==================== design 1
[src/rtl/restoring_divider32.sv]
// restoring_divider32: iterative 32-bit restoring divider, one quotient bit per clock.
// Optional signed mode is enabled by defining DIV_SIGNED_EN (adds the signed_op port).

// adder_substractor32: 32-bit ripple adder/subtractor, M=1 computes A-B (C=1 means no borrow)
module adder_substractor32 (
    input  logic [31:0] A,
    input  logic [31:0] B,
    input  logic        M,
    output logic [31:0] S,
    output logic        C,
    output logic        V
);
    logic [32:0] cy;
    assign cy[0] = M;
    for (genvar i = 0; i < 32; i++) begin : g_bit
        logic bx;
        assign bx = B[i] ^ M;
        assign S[i] = A[i] ^ bx ^ cy[i];
        assign cy[i+1] = (A[i] & bx) | (cy[i] & (A[i] ^ bx));
    end
    assign C = cy[32];
    assign V = cy[32] ^ cy[31];
endmodule

module restoring_divider32 (
    input  logic        clk,
    input  logic        rst_n,
    input  logic        start,
    input  logic [31:0] dividend,
    input  logic [31:0] divisor,
`ifdef DIV_SIGNED_EN
    input  logic        signed_op,
`endif
    output logic        busy,
    output logic        done,
    output logic [31:0] quotient,
    output logic [31:0] remainder,
    output logic        div_by_zero
);
    typedef enum logic [1:0] {IDLE, RUN, FINISH} state_t;
    state_t      state;
    logic [31:0] q, r, dvs;
    logic [4:0]  cnt;
    logic [31:0] shifted, diff, q_next, r_next;
    logic [31:0] a_in, d_in, q_fin, r_fin;
    logic        carry, succ, sub_v_unused;

    assign shifted = {r[30:0], q[31]};

    adder_substractor32 u_sub (
        .A(shifted),
        .B(dvs),
        .M(1'b1),
        .S(diff),
        .C(carry),
        .V(sub_v_unused)
    );

    // A set R[31] means shifted overflowed 32 bits, so it always exceeds the divisor
    assign succ   = r[31] | carry;
    assign q_next = {q[30:0], succ};
    assign r_next = succ ? diff : shifted;

`ifdef DIV_SIGNED_EN
    logic neg_q, neg_r;
    assign a_in  = (signed_op && dividend[31]) ? -dividend : dividend;
    assign d_in  = (signed_op && divisor[31]) ? -divisor : divisor;
    assign q_fin = neg_q ? -q_next : q_next;
    assign r_fin = neg_r ? -r_next : r_next;

    // Result sign fixups captured at accept: quotient by sign mismatch, remainder follows dividend
    always_ff @(posedge clk or negedge rst_n) begin
        if (!rst_n) begin
            neg_q <= 1'b0;
            neg_r <= 1'b0;
        end else if (state == IDLE && start) begin
            neg_q <= signed_op && (dividend[31] ^ divisor[31]);
            neg_r <= signed_op && dividend[31];
        end
    end
`else
    assign a_in  = dividend;
    assign d_in  = divisor;
    assign q_fin = q_next;
    assign r_fin = r_next;
`endif

    // Control FSM and datapath registers; results publish with done on the last RUN edge
    always_ff @(posedge clk or negedge rst_n) begin
        if (!rst_n) begin
            state       <= IDLE;
            q           <= '0;
            r           <= '0;
            dvs         <= '0;
            cnt         <= '0;
            busy        <= 1'b0;
            done        <= 1'b0;
            quotient    <= '0;
            remainder   <= '0;
            div_by_zero <= 1'b0;
        end else begin
            done <= 1'b0;
            case (state)
                IDLE: if (start) begin
                    busy        <= 1'b1;
                    div_by_zero <= 1'b0;
                    cnt         <= '0;
                    dvs         <= d_in;
                    if (divisor == '0) begin
                        q     <= '1;
                        r     <= dividend;
                        state <= FINISH;
                    end else begin
                        q     <= a_in;
                        r     <= '0;
                        state <= RUN;
                    end
                end
                RUN: begin
                    q   <= q_next;
                    r   <= r_next;
                    cnt <= cnt + 5'd1;
                    if (cnt == 5'd31) begin
                        quotient  <= q_fin;
                        remainder <= r_fin;
                        done      <= 1'b1;
                        busy      <= 1'b0;
                        state     <= FINISH;
                    end
                end
                FINISH: if (done) begin
                    state <= IDLE;
                end else begin
                    quotient    <= q;
                    remainder   <= r;
                    done        <= 1'b1;
                    busy        <= 1'b0;
                    div_by_zero <= 1'b1;
                end
                default: state <= IDLE;
            endcase
        end
    end
endmodule

[config.mk]
export PLATFORM = sky130hd
export DESIGN_NAME = restoring_divider32
export DESIGN_NICKNAME = d
export VERILOG_FILES = /design/src/rtl/restoring_divider32.sv
export SDC_FILE = /design/constraint.sdc
export NUM_CORES = 1
export LEC_CHECK = 0
export ABC_AREA = 1
export CORE_MARGIN = 1.5
export CORE_UTILIZATION = 40
export DETAILED_ROUTE_END_ITERATION = 12
export SLEW_MARGIN = 10
export SYNTH_ARGS = -nofsm -noshare
export SYNTH_HDL_FRONTEND = slang
export SYNTH_HIERARCHICAL = 1
export SYNTH_SLANG_ARGS = --single-unit
[constraint.sdc]
create_clock -name clk -period 24.7 [get_ports clk]
set_clock_uncertainty 0.1 [all_clocks]
set_input_delay 2.47 -clock clk [delete_from_list [all_inputs] [get_ports clk]]
set_output_delay 2.47 -clock clk [all_outputs]
set_load 0.05 [all_outputs]
Design 1, clock wires, drivers and flops:
Bar = 50 um.
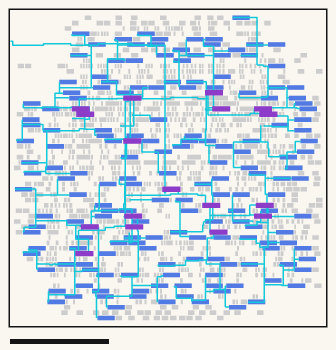
cells driving clock nets -> purple  # count 17
clock wires -> cyan  # length 2410 um
flip-flops -> blue  # count 170
routed clock nets = 18
flops lie = spread over the die

Design 1, signal wires on met3:
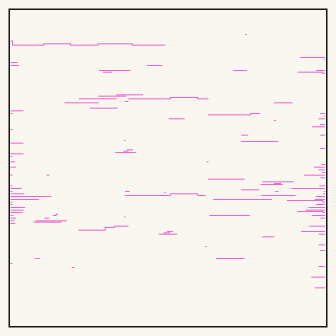
wire length on this layer = 909 um
longest straight run = 29.4 um

==> CHANGELOG.md <==
### Implementation results

* Outcome: complete, no violations
* Global-route wire length before repair at 40400 um
* Hold Path Stages at 2
* Largest power group: combinational logic
* Clock transition at path regs at 0.07 ns
* Flip-flop and latch power at 0.524 mW
* Chip width at 160 um
* Hold Buf Count CTS at 0
* Number of maximum-capacitance constraint violations at 0
* Actual slew at the worst max-slew pin at 1.12 ns
* Total power divided by cell area at 159 nW/um^2
* Signed area change from the synthesized netlist to the final layout at 20.4%
* Logic cell area at 4520 sq um
* DRT antenna net count at 0
* Instance area at placement at 11300 sq um
* Register-to-register setup slack at 10.92 ns
* Via count at 8197
* Final instance area at 11900 sq um
* Top cell excl fill/tap: nand2_1
* Flip-flop and latch share of the layout cell area at 35.7%

==================== design 2
Design 2, signal wires on met3:
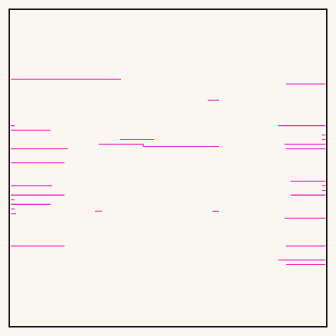
Design 2, pin placement:
Pins as bars across the die edge, other pins in gray.
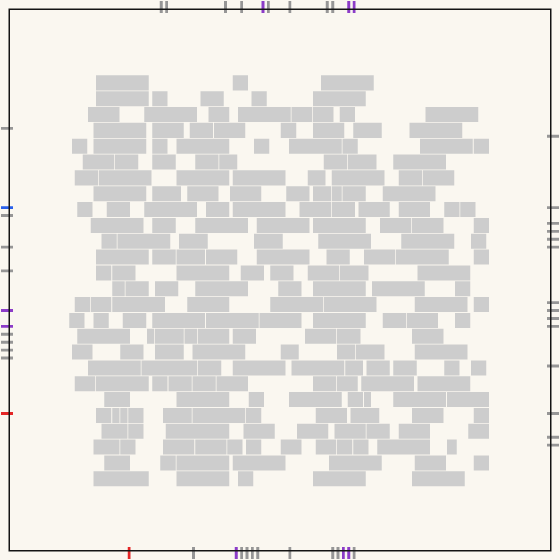
Design 2, clock wires, drivers and flops:
Bar = 20 um.
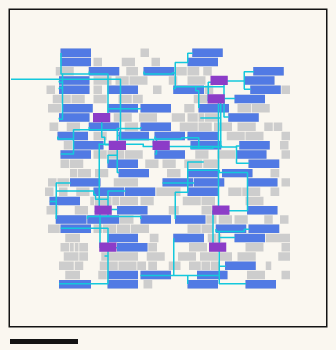
[src/rtl/demux1a4_ochobits_pkg.sv]
// Shared TDM definitions for the 4:1 byte link: slot width, lane count and the
// fixed slot order, so transmitter and receiver agree on one encoding.
package demux1a4_ochobits_pkg;

  localparam int SLOT_W    = 2;
  localparam int NUM_LANES = 4;

  localparam logic [SLOT_W-1:0] SLOT0 = 2'd0;
  localparam logic [SLOT_W-1:0] SLOT1 = 2'd1;
  localparam logic [SLOT_W-1:0] SLOT2 = 2'd2;
  localparam logic [SLOT_W-1:0] SLOT3 = 2'd3;

  // Free-running slot order; the last slot wraps back to the first.
  function automatic logic [SLOT_W-1:0] next_slot(input logic [SLOT_W-1:0] cur);
    logic [SLOT_W-1:0] nxt;
    if (cur == SLOT3) begin
      nxt = SLOT0;
    end else begin
      nxt = cur + {{(SLOT_W-1){1'b0}}, 1'b1};
    end
    return nxt;
  endfunction

endpackage

[src/rtl/demux_slot_counter.sv]
// Free-running TDM slot counter for the receive side; flags the last slot of a group.
module demux_slot_counter
  import demux1a4_ochobits_pkg::*;
(
  input  logic              clk,
  input  logic              rst_n,
  output logic [SLOT_W-1:0] slot,
  output logic              last_slot
);

  logic [SLOT_W-1:0] slot_q;
  logic [SLOT_W-1:0] slot_d;

  // Advance one slot per edge regardless of data validity.
  always_comb begin
    slot_d = next_slot(slot_q);
  end

  // Slot register; reset realigns to slot 0 with the transmitter.
  always_ff @(posedge clk or negedge rst_n) begin
    if (!rst_n) begin
      slot_q <= SLOT0;
    end else begin
      slot_q <= slot_d;
    end
  end

  assign slot      = slot_q;
  assign last_slot = (slot_q == SLOT3);

endmodule

[src/rtl/demux1a4_ochobits.sv]
// 1:4 byte demultiplexer: rebuilds four parallel lanes from a TDM byte stream,
// presenting all lanes together on the slot-3 edge with a one-cycle group strobe.
module demux1a4_ochobits
  import demux1a4_ochobits_pkg::*;
#(
  parameter int                DATA_W    = 8,
  parameter logic [DATA_W-1:0] IDLE_FILL = {DATA_W{1'b0}}
)
(
  input  logic              clk_4f,
  input  logic              reset_L,
  input  logic              valid_in,
  input  logic [DATA_W-1:0] data_in,
  output logic              valid0,
  output logic              valid1,
  output logic              valid2,
  output logic              valid3,
  output logic [DATA_W-1:0] data_out0,
  output logic [DATA_W-1:0] data_out1,
  output logic [DATA_W-1:0] data_out2,
  output logic [DATA_W-1:0] data_out3,
  output logic              group_stb,
  output logic [SLOT_W-1:0] slot
);

  logic [SLOT_W-1:0]    slot_s;
  logic                 last_slot_s;
  logic [DATA_W-1:0]    slot_byte_s;

  logic [NUM_LANES-2:0] stage_v_q;
  logic [NUM_LANES-2:0] stage_v_d;
  logic [DATA_W-1:0]    stage_d_q [0:NUM_LANES-2];
  logic [DATA_W-1:0]    stage_d_d [0:NUM_LANES-2];

  logic [NUM_LANES-1:0] lane_v_q;
  logic [NUM_LANES-1:0] lane_v_d;
  logic [DATA_W-1:0]    lane_d_q [0:NUM_LANES-1];
  logic [DATA_W-1:0]    lane_d_d [0:NUM_LANES-1];

  logic                 group_stb_q;
  logic                 group_stb_d;

  demux_slot_counter u_slot_counter (
    .clk       (clk_4f),
    .rst_n     (reset_L),
    .slot      (slot_s),
    .last_slot (last_slot_s)
  );

  // Stage slots 0..2; on slot 3 present the whole group at once so no lane updates early.
  always_comb begin
    stage_v_d   = stage_v_q;
    stage_d_d   = stage_d_q;
    lane_v_d    = lane_v_q;
    lane_d_d    = lane_d_q;
    group_stb_d = 1'b0;
    // Gating here keeps an undefined data_in on an idle slot away from every register.
    if (valid_in) begin
      slot_byte_s = data_in;
    end else begin
      slot_byte_s = IDLE_FILL;
    end
    if (last_slot_s) begin
      for (int k = 0; k < NUM_LANES - 1; k++) begin
        lane_v_d[k] = stage_v_q[k];
        lane_d_d[k] = stage_d_q[k];
      end
      lane_v_d[NUM_LANES-1] = valid_in;
      lane_d_d[NUM_LANES-1] = slot_byte_s;
      group_stb_d           = 1'b1;
    end else begin
      stage_v_d[slot_s] = valid_in;
      stage_d_d[slot_s] = slot_byte_s;
    end
  end

  // Staging and output registers; async reset drops any partial group.
  always_ff @(posedge clk_4f or negedge reset_L) begin
    if (!reset_L) begin
      stage_v_q   <= {(NUM_LANES-1){1'b0}};
      lane_v_q    <= {NUM_LANES{1'b0}};
      group_stb_q <= 1'b0;
      for (int k = 0; k < NUM_LANES - 1; k++) begin
        stage_d_q[k] <= IDLE_FILL;
      end
      for (int k = 0; k < NUM_LANES; k++) begin
        lane_d_q[k] <= IDLE_FILL;
      end
    end else begin
      stage_v_q   <= stage_v_d;
      stage_d_q   <= stage_d_d;
      lane_v_q    <= lane_v_d;
      lane_d_q    <= lane_d_d;
      group_stb_q <= group_stb_d;
    end
  end

  assign valid0    = lane_v_q[0];
  assign valid1    = lane_v_q[1];
  assign valid2    = lane_v_q[2];
  assign valid3    = lane_v_q[3];
  assign data_out0 = lane_d_q[0];
  assign data_out1 = lane_d_q[1];
  assign data_out2 = lane_d_q[2];
  assign data_out3 = lane_d_q[3];
  assign group_stb = group_stb_q;
  assign slot      = slot_s;

endmodule

[config.mk]
export PLATFORM = sky130hd
export DESIGN_NAME = demux1a4_ochobits
export DESIGN_NICKNAME = d
export VERILOG_FILES = /design/src/rtl/demux1a4_ochobits_pkg.sv /design/src/rtl/demux_slot_counter.sv /design/src/rtl/demux1a4_ochobits.sv
export SDC_FILE = /design/constraint.sdc
export NUM_CORES = 1
export LEC_CHECK = 0
export CAP_MARGIN = 20
export CORE_MARGIN = 10
export CORE_UTILIZATION = 51
export CTS_CLUSTER_SIZE = 12
export DETAILED_ROUTE_END_ITERATION = 10
export PLACE_DENSITY_LB_ADDON = 0.1
export SYNTH_ARGS = -nofsm -noshare
export SYNTH_HDL_FRONTEND = slang
export SYNTH_SLANG_ARGS = --single-unit
[constraint.sdc]
create_clock -name clk_4f -period 1.62 [get_ports clk_4f]
set_input_delay 0.243 -clock clk_4f [delete_from_list [all_inputs] [get_ports clk_4f]]
set_output_delay 0.243 -clock clk_4f [all_outputs]
set_load 0.05 [all_outputs]
==> CHANGELOG.md <==
### Implementation results

* Data arrival time of the critical path at 1.68 ns
* Signed area change from the synthesized netlist to the final layout at 25.4%
* Global Route met2 Usage at 20.1%
* Startpoint of the worst register-to-register path: u_slot_counter.slot[0]$_DFF_PN0_
* Net count entering floorplan at 169
* Largest power group: registers
* Post-CTS Repair Setup Buffers at 0
* Detailed Route Iter0 Violations at 55
* Cell Chain, Critical Path: ha_2, buf_12, mux2_2
* Register area at 1650 sq um
* Most frequently used cell type in the post-synthesis netlist: dfrtp_1
* Dominant delay contributor by cell family on the critical path: flip-flops
* Instance area at placement at 3170 sq um
* FMAX at 0.681 GHz
* Total number of multi-input combinational cells at 77
* Outcome: complete, no violations
* CP endpoint: data_out3[1]$_DFFE_PN0N_
* Number of flip-flops under the largest register name at 24
* Met1 Track Usage GR at 14.1%
About 'signal wires on met3' of design 2:
longest straight run = 32.0 um
wire length on this layer = 302 um
share of all routed wire = 6.0%
main direction = horizontal
Total Routed Length: 5020 um
via count: 1415
met3 Track Usage GR: 4.36%

About 'pin placement' of design 2:
data_out0 -> purple  # pins 8, direction output, edge 3 north, 3 south, 2 west
slot -> red  # pins 2, direction output, edge 1 south, 1 west
valid2 -> blue  # pins 1, direction output, edge west
all pins by edge = 14 east, 13 south, 12 west, 11 north
PortBufs: 49
y dimension of the die: 92.8 um
chip width: 92.8 um

About 'clock wires, drivers and flops' of design 2:
flip-flops -> blue  # count 66
cells driving clock nets -> purple  # count 9
clock wires -> cyan  # length 719 um
routed clock nets = 10
insertion delay of the later-clocked pin in the worst-skew pair: 0.32 ns
clock-net power: 1.38 mW


==================== design 3
[src/rtl/softmax_exp_ctrl_16.sv]
// softmax_exp_ctrl_16
// Sequencer for the 16-bit softmax exponent stage.
//
// Flow:
//   1. start_i streams N max-subtracted operands from the source buffer into
//      the exp unit, with a downscale-done pulse on the last operand.
//   2. Each returned exponent is written to the destination buffer.
//   3. The returned exponents are accumulated into sum_o for the divider.
//
// Ports:
//   clock_i, reset_n_i            clock, async active-low reset
//   start_i, vec_len_i            start pulse and element count (0..2^addr_width)
//   busy_o, done_o, error_o       status (done_o one-cycle pulse, error_o sticky)
//   src_rd_en_o/addr_o/data_i     source buffer read port (1-cycle read latency)
//   exp_data_o/valid_o            operand stream to the exp unit
//   exp_downscale_done_o          pulse with the last operand
//   exp_data_i/valid_i            exp results
//   dst_wr_en_o/addr_o/data_o     destination buffer write port
//   sum_o                         running sum of accepted exp results
//
// Optional feature:
//   SOFTMAX_EXP_CTRL_TIMEOUT_EN   enables the DRAIN watchdog. On expiry the
//                                 block ends the vector with error_o set and
//                                 sum_o holding the partial sum. When the
//                                 macro is undefined, error_o is tied low and
//                                 DRAIN waits indefinitely.
module softmax_exp_ctrl_16 #(
    parameter int data_size      = 16,
    parameter int addr_width     = 6,
    parameter int timeout_cycles = 32
) (
    input  logic                           clock_i,
    input  logic                           reset_n_i,
    input  logic                           start_i,
    input  logic [addr_width:0]            vec_len_i,
    output logic                           busy_o,
    output logic                           done_o,
    output logic                           error_o,
    output logic                           src_rd_en_o,
    output logic [addr_width-1:0]          src_rd_addr_o,
    input  logic [data_size-1:0]           src_rd_data_i,
    output logic [data_size-1:0]           exp_data_o,
    output logic                           exp_data_valid_o,
    output logic                           exp_downscale_done_o,
    input  logic [data_size-1:0]           exp_data_i,
    input  logic                           exp_data_valid_i,
    output logic                           dst_wr_en_o,
    output logic [addr_width-1:0]          dst_wr_addr_o,
    output logic [data_size-1:0]           dst_wr_data_o,
    output logic [data_size+addr_width-1:0] sum_o
);
    localparam int CW = addr_width + 1;
    localparam int SW = data_size + addr_width;

    localparam logic [1:0] S_IDLE  = 2'd0;
    localparam logic [1:0] S_ISSUE = 2'd1;
    localparam logic [1:0] S_DRAIN = 2'd2;
    localparam logic [1:0] S_DONE  = 2'd3;

    logic [1:0]            state_q, state_d;
    logic [CW-1:0]         len_q, len_d;
    logic [CW-1:0]         iss_q, iss_d;
    logic [CW-1:0]         ret_q, ret_d;
    logic [SW-1:0]         sum_q, sum_d;
    logic [1:0]            vld_q, vld_d;    // read strobe delayed: [0] data at RAM out, [1] operand reg
    logic [1:0]            last_q, last_d;  // same pipe for the last-element marker
    logic [data_size-1:0]  opnd_q, opnd_d;
    logic                  wr_en_q, wr_en_d;
    logic [addr_width-1:0] wr_addr_q, wr_addr_d;
    logic [data_size-1:0]  wr_data_q, wr_data_d;

    logic rd_en, rd_last, accept;

`ifdef SOFTMAX_EXP_CTRL_TIMEOUT_EN
    localparam int WW = $clog2(timeout_cycles + 1);
    logic [WW-1:0] wd_q, wd_d;
    logic          err_q, err_d;
`endif

    always_comb begin
        state_d   = state_q;
        len_d     = len_q;
        iss_d     = iss_q;
        ret_d     = ret_q;
        sum_d     = sum_q;
        opnd_d    = src_rd_data_i;
        wr_en_d   = 1'b0;
        wr_addr_d = wr_addr_q;
        wr_data_d = wr_data_q;

        rd_en   = (state_q == S_ISSUE);
        rd_last = rd_en && (iss_q == len_q - CW'(1));
        vld_d   = {vld_q[0], rd_en};
        last_d  = {last_q[0], rd_last};

        // Results are only taken while a vector is in flight and still owed;
        // anything else from the exp unit is dropped.
        accept = exp_data_valid_i && (state_q == S_ISSUE || state_q == S_DRAIN)
                 && (ret_q != len_q);
        if (accept) begin
            wr_en_d   = 1'b1;
            wr_addr_d = ret_q[addr_width-1:0];
            wr_data_d = exp_data_i;
            sum_d     = sum_q + SW'(exp_data_i);
            ret_d     = ret_q + CW'(1);
        end

`ifdef SOFTMAX_EXP_CTRL_TIMEOUT_EN
        wd_d  = '0;
        err_d = err_q;
`endif

        case (state_q)
            S_IDLE: begin
                if (start_i) begin
                    len_d   = vec_len_i;
                    iss_d   = '0;
                    ret_d   = '0;
                    sum_d   = '0;
`ifdef SOFTMAX_EXP_CTRL_TIMEOUT_EN
                    err_d   = 1'b0;
`endif
                    state_d = (vec_len_i == '0) ? S_DONE : S_ISSUE;
                end
            end
            S_ISSUE: begin
                iss_d = iss_q + CW'(1);
                if (rd_last) state_d = S_DRAIN;
            end
            S_DRAIN: begin
                // ret_q reaches N on the same edge that registers the last write
                if (ret_q == len_q) begin
                    state_d = S_DONE;
                end
`ifdef SOFTMAX_EXP_CTRL_TIMEOUT_EN
                else begin
                    wd_d = exp_data_valid_i ? '0 : wd_q + WW'(1);
                    if (wd_d == WW'(timeout_cycles)) begin
                        state_d = S_DONE;
                        err_d   = 1'b1;
                    end
                end
`endif
            end
            default: state_d = S_IDLE;
        endcase
    end

    always_ff @(posedge clock_i or negedge reset_n_i) begin
        if (!reset_n_i) begin
            state_q   <= S_IDLE;
            len_q     <= '0;
            iss_q     <= '0;
            ret_q     <= '0;
            sum_q     <= '0;
            vld_q     <= '0;
            last_q    <= '0;
            opnd_q    <= '0;
            wr_en_q   <= 1'b0;
            wr_addr_q <= '0;
            wr_data_q <= '0;
        end else begin
            state_q   <= state_d;
            len_q     <= len_d;
            iss_q     <= iss_d;
            ret_q     <= ret_d;
            sum_q     <= sum_d;
            vld_q     <= vld_d;
            last_q    <= last_d;
            opnd_q    <= opnd_d;
            wr_en_q   <= wr_en_d;
            wr_addr_q <= wr_addr_d;
            wr_data_q <= wr_data_d;
        end
    end

`ifdef SOFTMAX_EXP_CTRL_TIMEOUT_EN
    always_ff @(posedge clock_i or negedge reset_n_i) begin
        if (!reset_n_i) begin
            wd_q  <= '0;
            err_q <= 1'b0;
        end else begin
            wd_q  <= wd_d;
            err_q <= err_d;
        end
    end
    assign error_o = err_q;
`else
    assign error_o = 1'b0;
`endif

    assign busy_o               = (state_q != S_IDLE);
    assign done_o               = (state_q == S_DONE);
    assign src_rd_en_o          = rd_en;
    assign src_rd_addr_o        = iss_q[addr_width-1:0];
    assign exp_data_o           = opnd_q;
    assign exp_data_valid_o     = vld_q[1];
    assign exp_downscale_done_o = last_q[1];
    assign dst_wr_en_o          = wr_en_q;
    assign dst_wr_addr_o        = wr_addr_q;
    assign dst_wr_data_o        = wr_data_q;
    assign sum_o                = sum_q;

endmodule
[config.mk]
export PLATFORM = sky130hd
export DESIGN_NAME = softmax_exp_ctrl_16
export DESIGN_NICKNAME = d
export VERILOG_FILES = /design/src/rtl/softmax_exp_ctrl_16.sv
export SDC_FILE = /design/constraint.sdc
export NUM_CORES = 1
export LEC_CHECK = 0
export CAP_MARGIN = 10
export CORE_AREA = 2 2 69 137
export CTS_CLUSTER_SIZE = 25
export DETAILED_ROUTE_END_ITERATION = 10
export DIE_AREA = 0 0 71 139
export PLACE_DENSITY = 0.84
export REMOVE_ABC_BUFFERS = 1
export SETUP_SLACK_MARGIN = 0.4
export SYNTH_ARGS = -nofsm -noshare
export SYNTH_HDL_FRONTEND = slang
export SYNTH_SLANG_ARGS = --single-unit
[constraint.sdc]
create_clock -name clock_i -period 4 [get_ports clock_i]
set_input_delay 1.2 -clock clock_i [delete_from_list [all_inputs] [get_ports clock_i]]
set_output_delay 1.2 -clock clock_i [all_outputs]
set_load 0.02 [all_outputs]
Design 3, clock wires, drivers and flops:
Bar = 20 um.
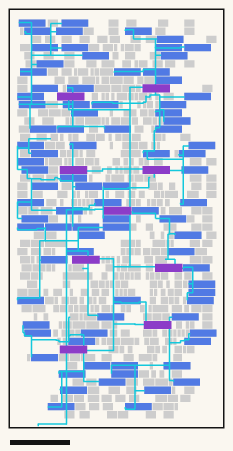
flip-flops -> blue  # count 88
cells driving clock nets -> purple  # count 9
clock wires -> cyan  # length 1150 um
routed clock nets = 10
flops lie = spread over the die
Clock Power Share: 18.1%
worst clock skew: 0.0105 ns
clock-net power: 0.839 mW
insertion delay of the later-clocked pin in the worst-skew pair: 0.35 ns

==> CHANGELOG.md <==
### Implementation results

* Outcome: complete, no violations
* Count of instances resized after the clock tree is built at 0
* Syn Inst Count at 444
* Average via count per standard cell at 5.68
* Critical Path Start: exp_data_i[0]
* Syn Std Cell Area at 4570 sq um
* Total number of tap cells at 102
* Internal power at 2.69 mW
* Final worst setup slack at 0.628 ns
* Total power divided by cell area at 763 nW/um^2
* Vias in the first global route at 3889
* Root buffer selected by CTS: clkbuf_16
* Clock sink count at 88
* Number of distinct library cell variants in the gate-level netlist after synthesis at 57
* Post-CTS Repair Setup Buffers at 0
* Synthesis-stage register bit count at 88
* FMAX at 0.297 GHz
* Clk buf depth at 2
* Number of levels the H-tree was split into at 3
* XOR/XNOR Fraction of Synth Area at 6.90%
* Fin nets at 621
* Worst hold path type: reg2reg
* Fin crit share at 84.3%
* Register area at 2200 sq um
* Unrepaired setup endpoints after global routing: false
* Number of slew-limit violations in the final report at 0
* Wirelength per Cell at 17.0 um
* Capture endpoint of the worst hold path: vld_q[1]$_DFF_PN0_
Design 3, placed standard cells:
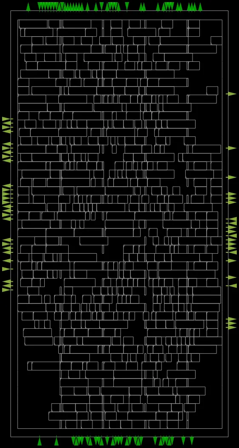
Core ar.: 8890 sq um
flip-flop and latch share of the layout cell area: 36.2%
floorplan row count: 49


==================== design 4
**src/rtl/mips16_byte_tx.sv**
```systemverilog
// mips16_byte_tx: FIFO-buffered 16-bit word transmitter, high byte first,
// over an 8-bit lane with a 4-phase req/ack handshake to an async host.
module mips16_byte_tx #(
  parameter int DEPTH       = 4,
  parameter int SYNC_STAGES = 2
) (
  input  logic        clk,
  input  logic        rst,
  input  logic        in_valid,
  input  logic [15:0] in_data,
  output logic        in_ready,
  output logic [7:0]  tx_data,
  output logic        tx_req,
  input  logic        tx_ack,
  output logic        busy,
  output logic [7:0]  drop_cnt
);
  localparam int AW = $clog2(DEPTH);
  typedef enum logic [1:0] {IDLE, REQ, REL} state_t;
  state_t                 r_state;
  logic [15:0]            r_mem [DEPTH];
  logic [AW-1:0]          r_wp, r_rp;
  logic [AW:0]            r_cnt;
  logic [SYNC_STAGES-1:0] r_sync;
  logic [15:0]            r_word;
  logic                   r_hi_done;
  logic                   w_full, w_push, w_pop, w_ack_s;
  assign w_full   = r_cnt == (AW+1)'(DEPTH);
  assign in_ready = !w_full && !rst;
  assign w_push   = in_valid && in_ready;
  assign w_pop    = r_state == IDLE && r_cnt != '0;
  assign w_ack_s  = r_sync[SYNC_STAGES-1];
  assign busy     = r_cnt != '0 || r_state != IDLE;
  always_ff @(posedge clk)
    if (w_push) r_mem[r_wp] <= in_data;
  always_ff @(posedge clk) begin
    if (rst) begin
      r_state   <= IDLE;
      r_wp      <= '0;
      r_rp      <= '0;
      r_cnt     <= '0;
      r_sync    <= '0;
      r_word    <= '0;
      r_hi_done <= 1'b0;
      tx_data   <= 8'h00;
      tx_req    <= 1'b0;
      drop_cnt  <= 8'h00;
    end else begin
      r_sync <= {r_sync[SYNC_STAGES-2:0], tx_ack};
      r_wp   <= w_push ? r_wp + 1'b1 : r_wp;
      r_rp   <= w_pop ? r_rp + 1'b1 : r_rp;
      r_cnt  <= r_cnt + (AW+1)'(w_push) - (AW+1)'(w_pop);
      if (in_valid && !in_ready && drop_cnt != 8'hFF) drop_cnt <= drop_cnt + 8'd1;
      // tx_data only ever changes on the edge that raises tx_req
      case (r_state)
        IDLE: if (w_pop) begin
          r_word    <= r_mem[r_rp];
          tx_data   <= r_mem[r_rp][15:8];
          tx_req    <= 1'b1;
          r_hi_done <= 1'b0;
          r_state   <= REQ;
        end
        REQ: if (w_ack_s) begin
          tx_req  <= 1'b0;
          r_state <= REL;
        end
        REL: if (!w_ack_s) begin
          if (!r_hi_done) begin
            tx_data   <= r_word[7:0];
            tx_req    <= 1'b1;
            r_hi_done <= 1'b1;
            r_state   <= REQ;
          end else r_state <= IDLE;
        end
        default: r_state <= IDLE;
      endcase
    end
  end
endmodule

```
**config.mk**
```make
export PLATFORM = sky130hd
export DESIGN_NAME = mips16_byte_tx
export DESIGN_NICKNAME = d
export VERILOG_FILES = /design/src/rtl/mips16_byte_tx.sv
export SDC_FILE = /design/constraint.sdc
export NUM_CORES = 1
export LEC_CHECK = 0
export CAP_MARGIN = 20
export CORE_MARGIN = 3
export CORE_UTILIZATION = 40
export DETAILED_ROUTE_END_ITERATION = 16
export PLACE_DENSITY_LB_ADDON = 0.08
export SYNTH_ARGS = -nofsm -noshare
export SYNTH_HDL_FRONTEND = slang
export SYNTH_SLANG_ARGS = --single-unit
```
**constraint.sdc**
```tcl
create_clock -name clk -period 4.45 [get_ports clk]
set_clock_uncertainty 0.2 [all_clocks]
set_input_delay 1.1125 -clock clk [delete_from_list [all_inputs] [get_ports clk]]
set_output_delay 1.1125 -clock clk [all_outputs]
set_load 0.005 [all_outputs]
```
Design 4, pin placement:
Pins as bars across the die edge, other pins in gray.
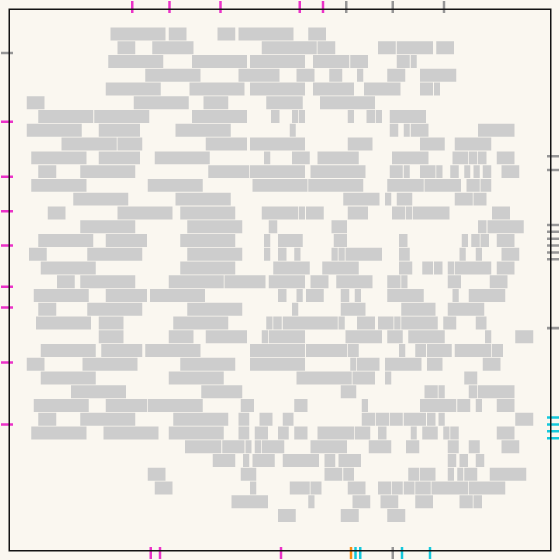
rst -> orange  # pins 1, direction input, edge south
in_data -> magenta  # pins 16, direction input, edge 8 west, 5 north, 3 south
drop_cnt -> cyan  # pins 8, direction output, edge 4 south, 4 east

==> CHANGELOG.md <==
### Implementation results

* Prevailing logic family in the synthesized netlist: multiplexers
* Register area at 2700 sq um
* Detailed placement HPWL at 4680 um
* Non-clock buffer instance count of the final layout at 46
* Actual slew at the worst max-slew pin at 0.937 ns
* Met1 Track Usage GR at 18.1%
* Via count at 2260
* Post-route met1 wirelength at 3330 um
* Area leader share at 47.3%
* Number of I/O pins at 39
* Number of flip-flops under the largest register name at 64
* Detailed route wirelength on metal3 at 270 um
* Startpoint types: input port
* Busiest layer in global routing: met2
* Outcome: complete, no violations
* Top cells by count, synth: edfxtp_1 (64), dfxtp_1 (39), nor2_1 (22)
* Core ar. at 9820 sq um
* Peak VDD IR at 0.000250 V
* Clock-net power at 0.660 mW


## Gallery

Placed standard cells.
shot_01.png
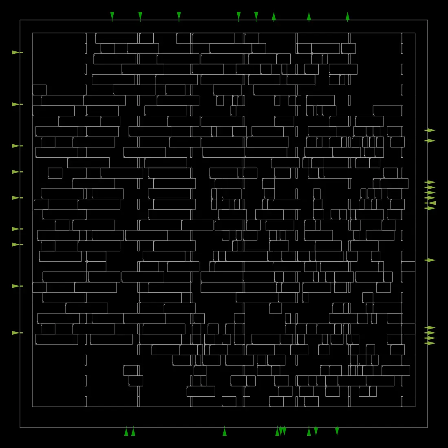
shot_02.png
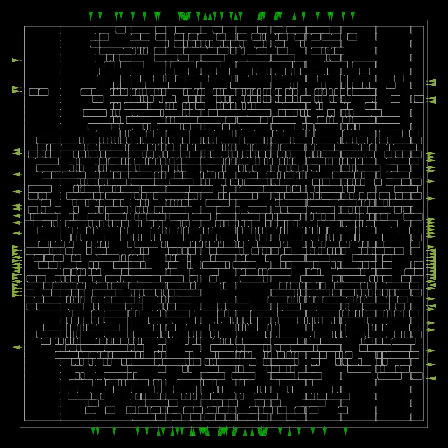
shot_03.png
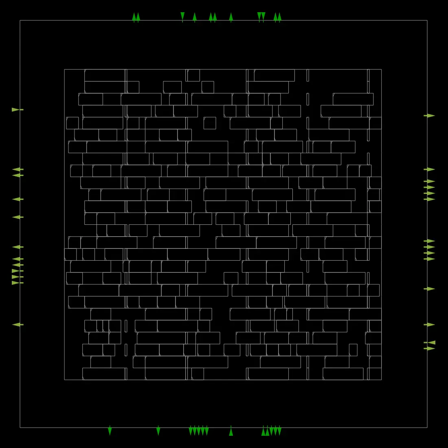
Of these, fewest sequential cells: shot_03.png
Of these, most cells: shot_02.png
shot_02.png comes from design 1.
shot_03.png comes from design 2.
shot_01.png comes from design 4.

Power is estimated from default activity; no workload was simulated.
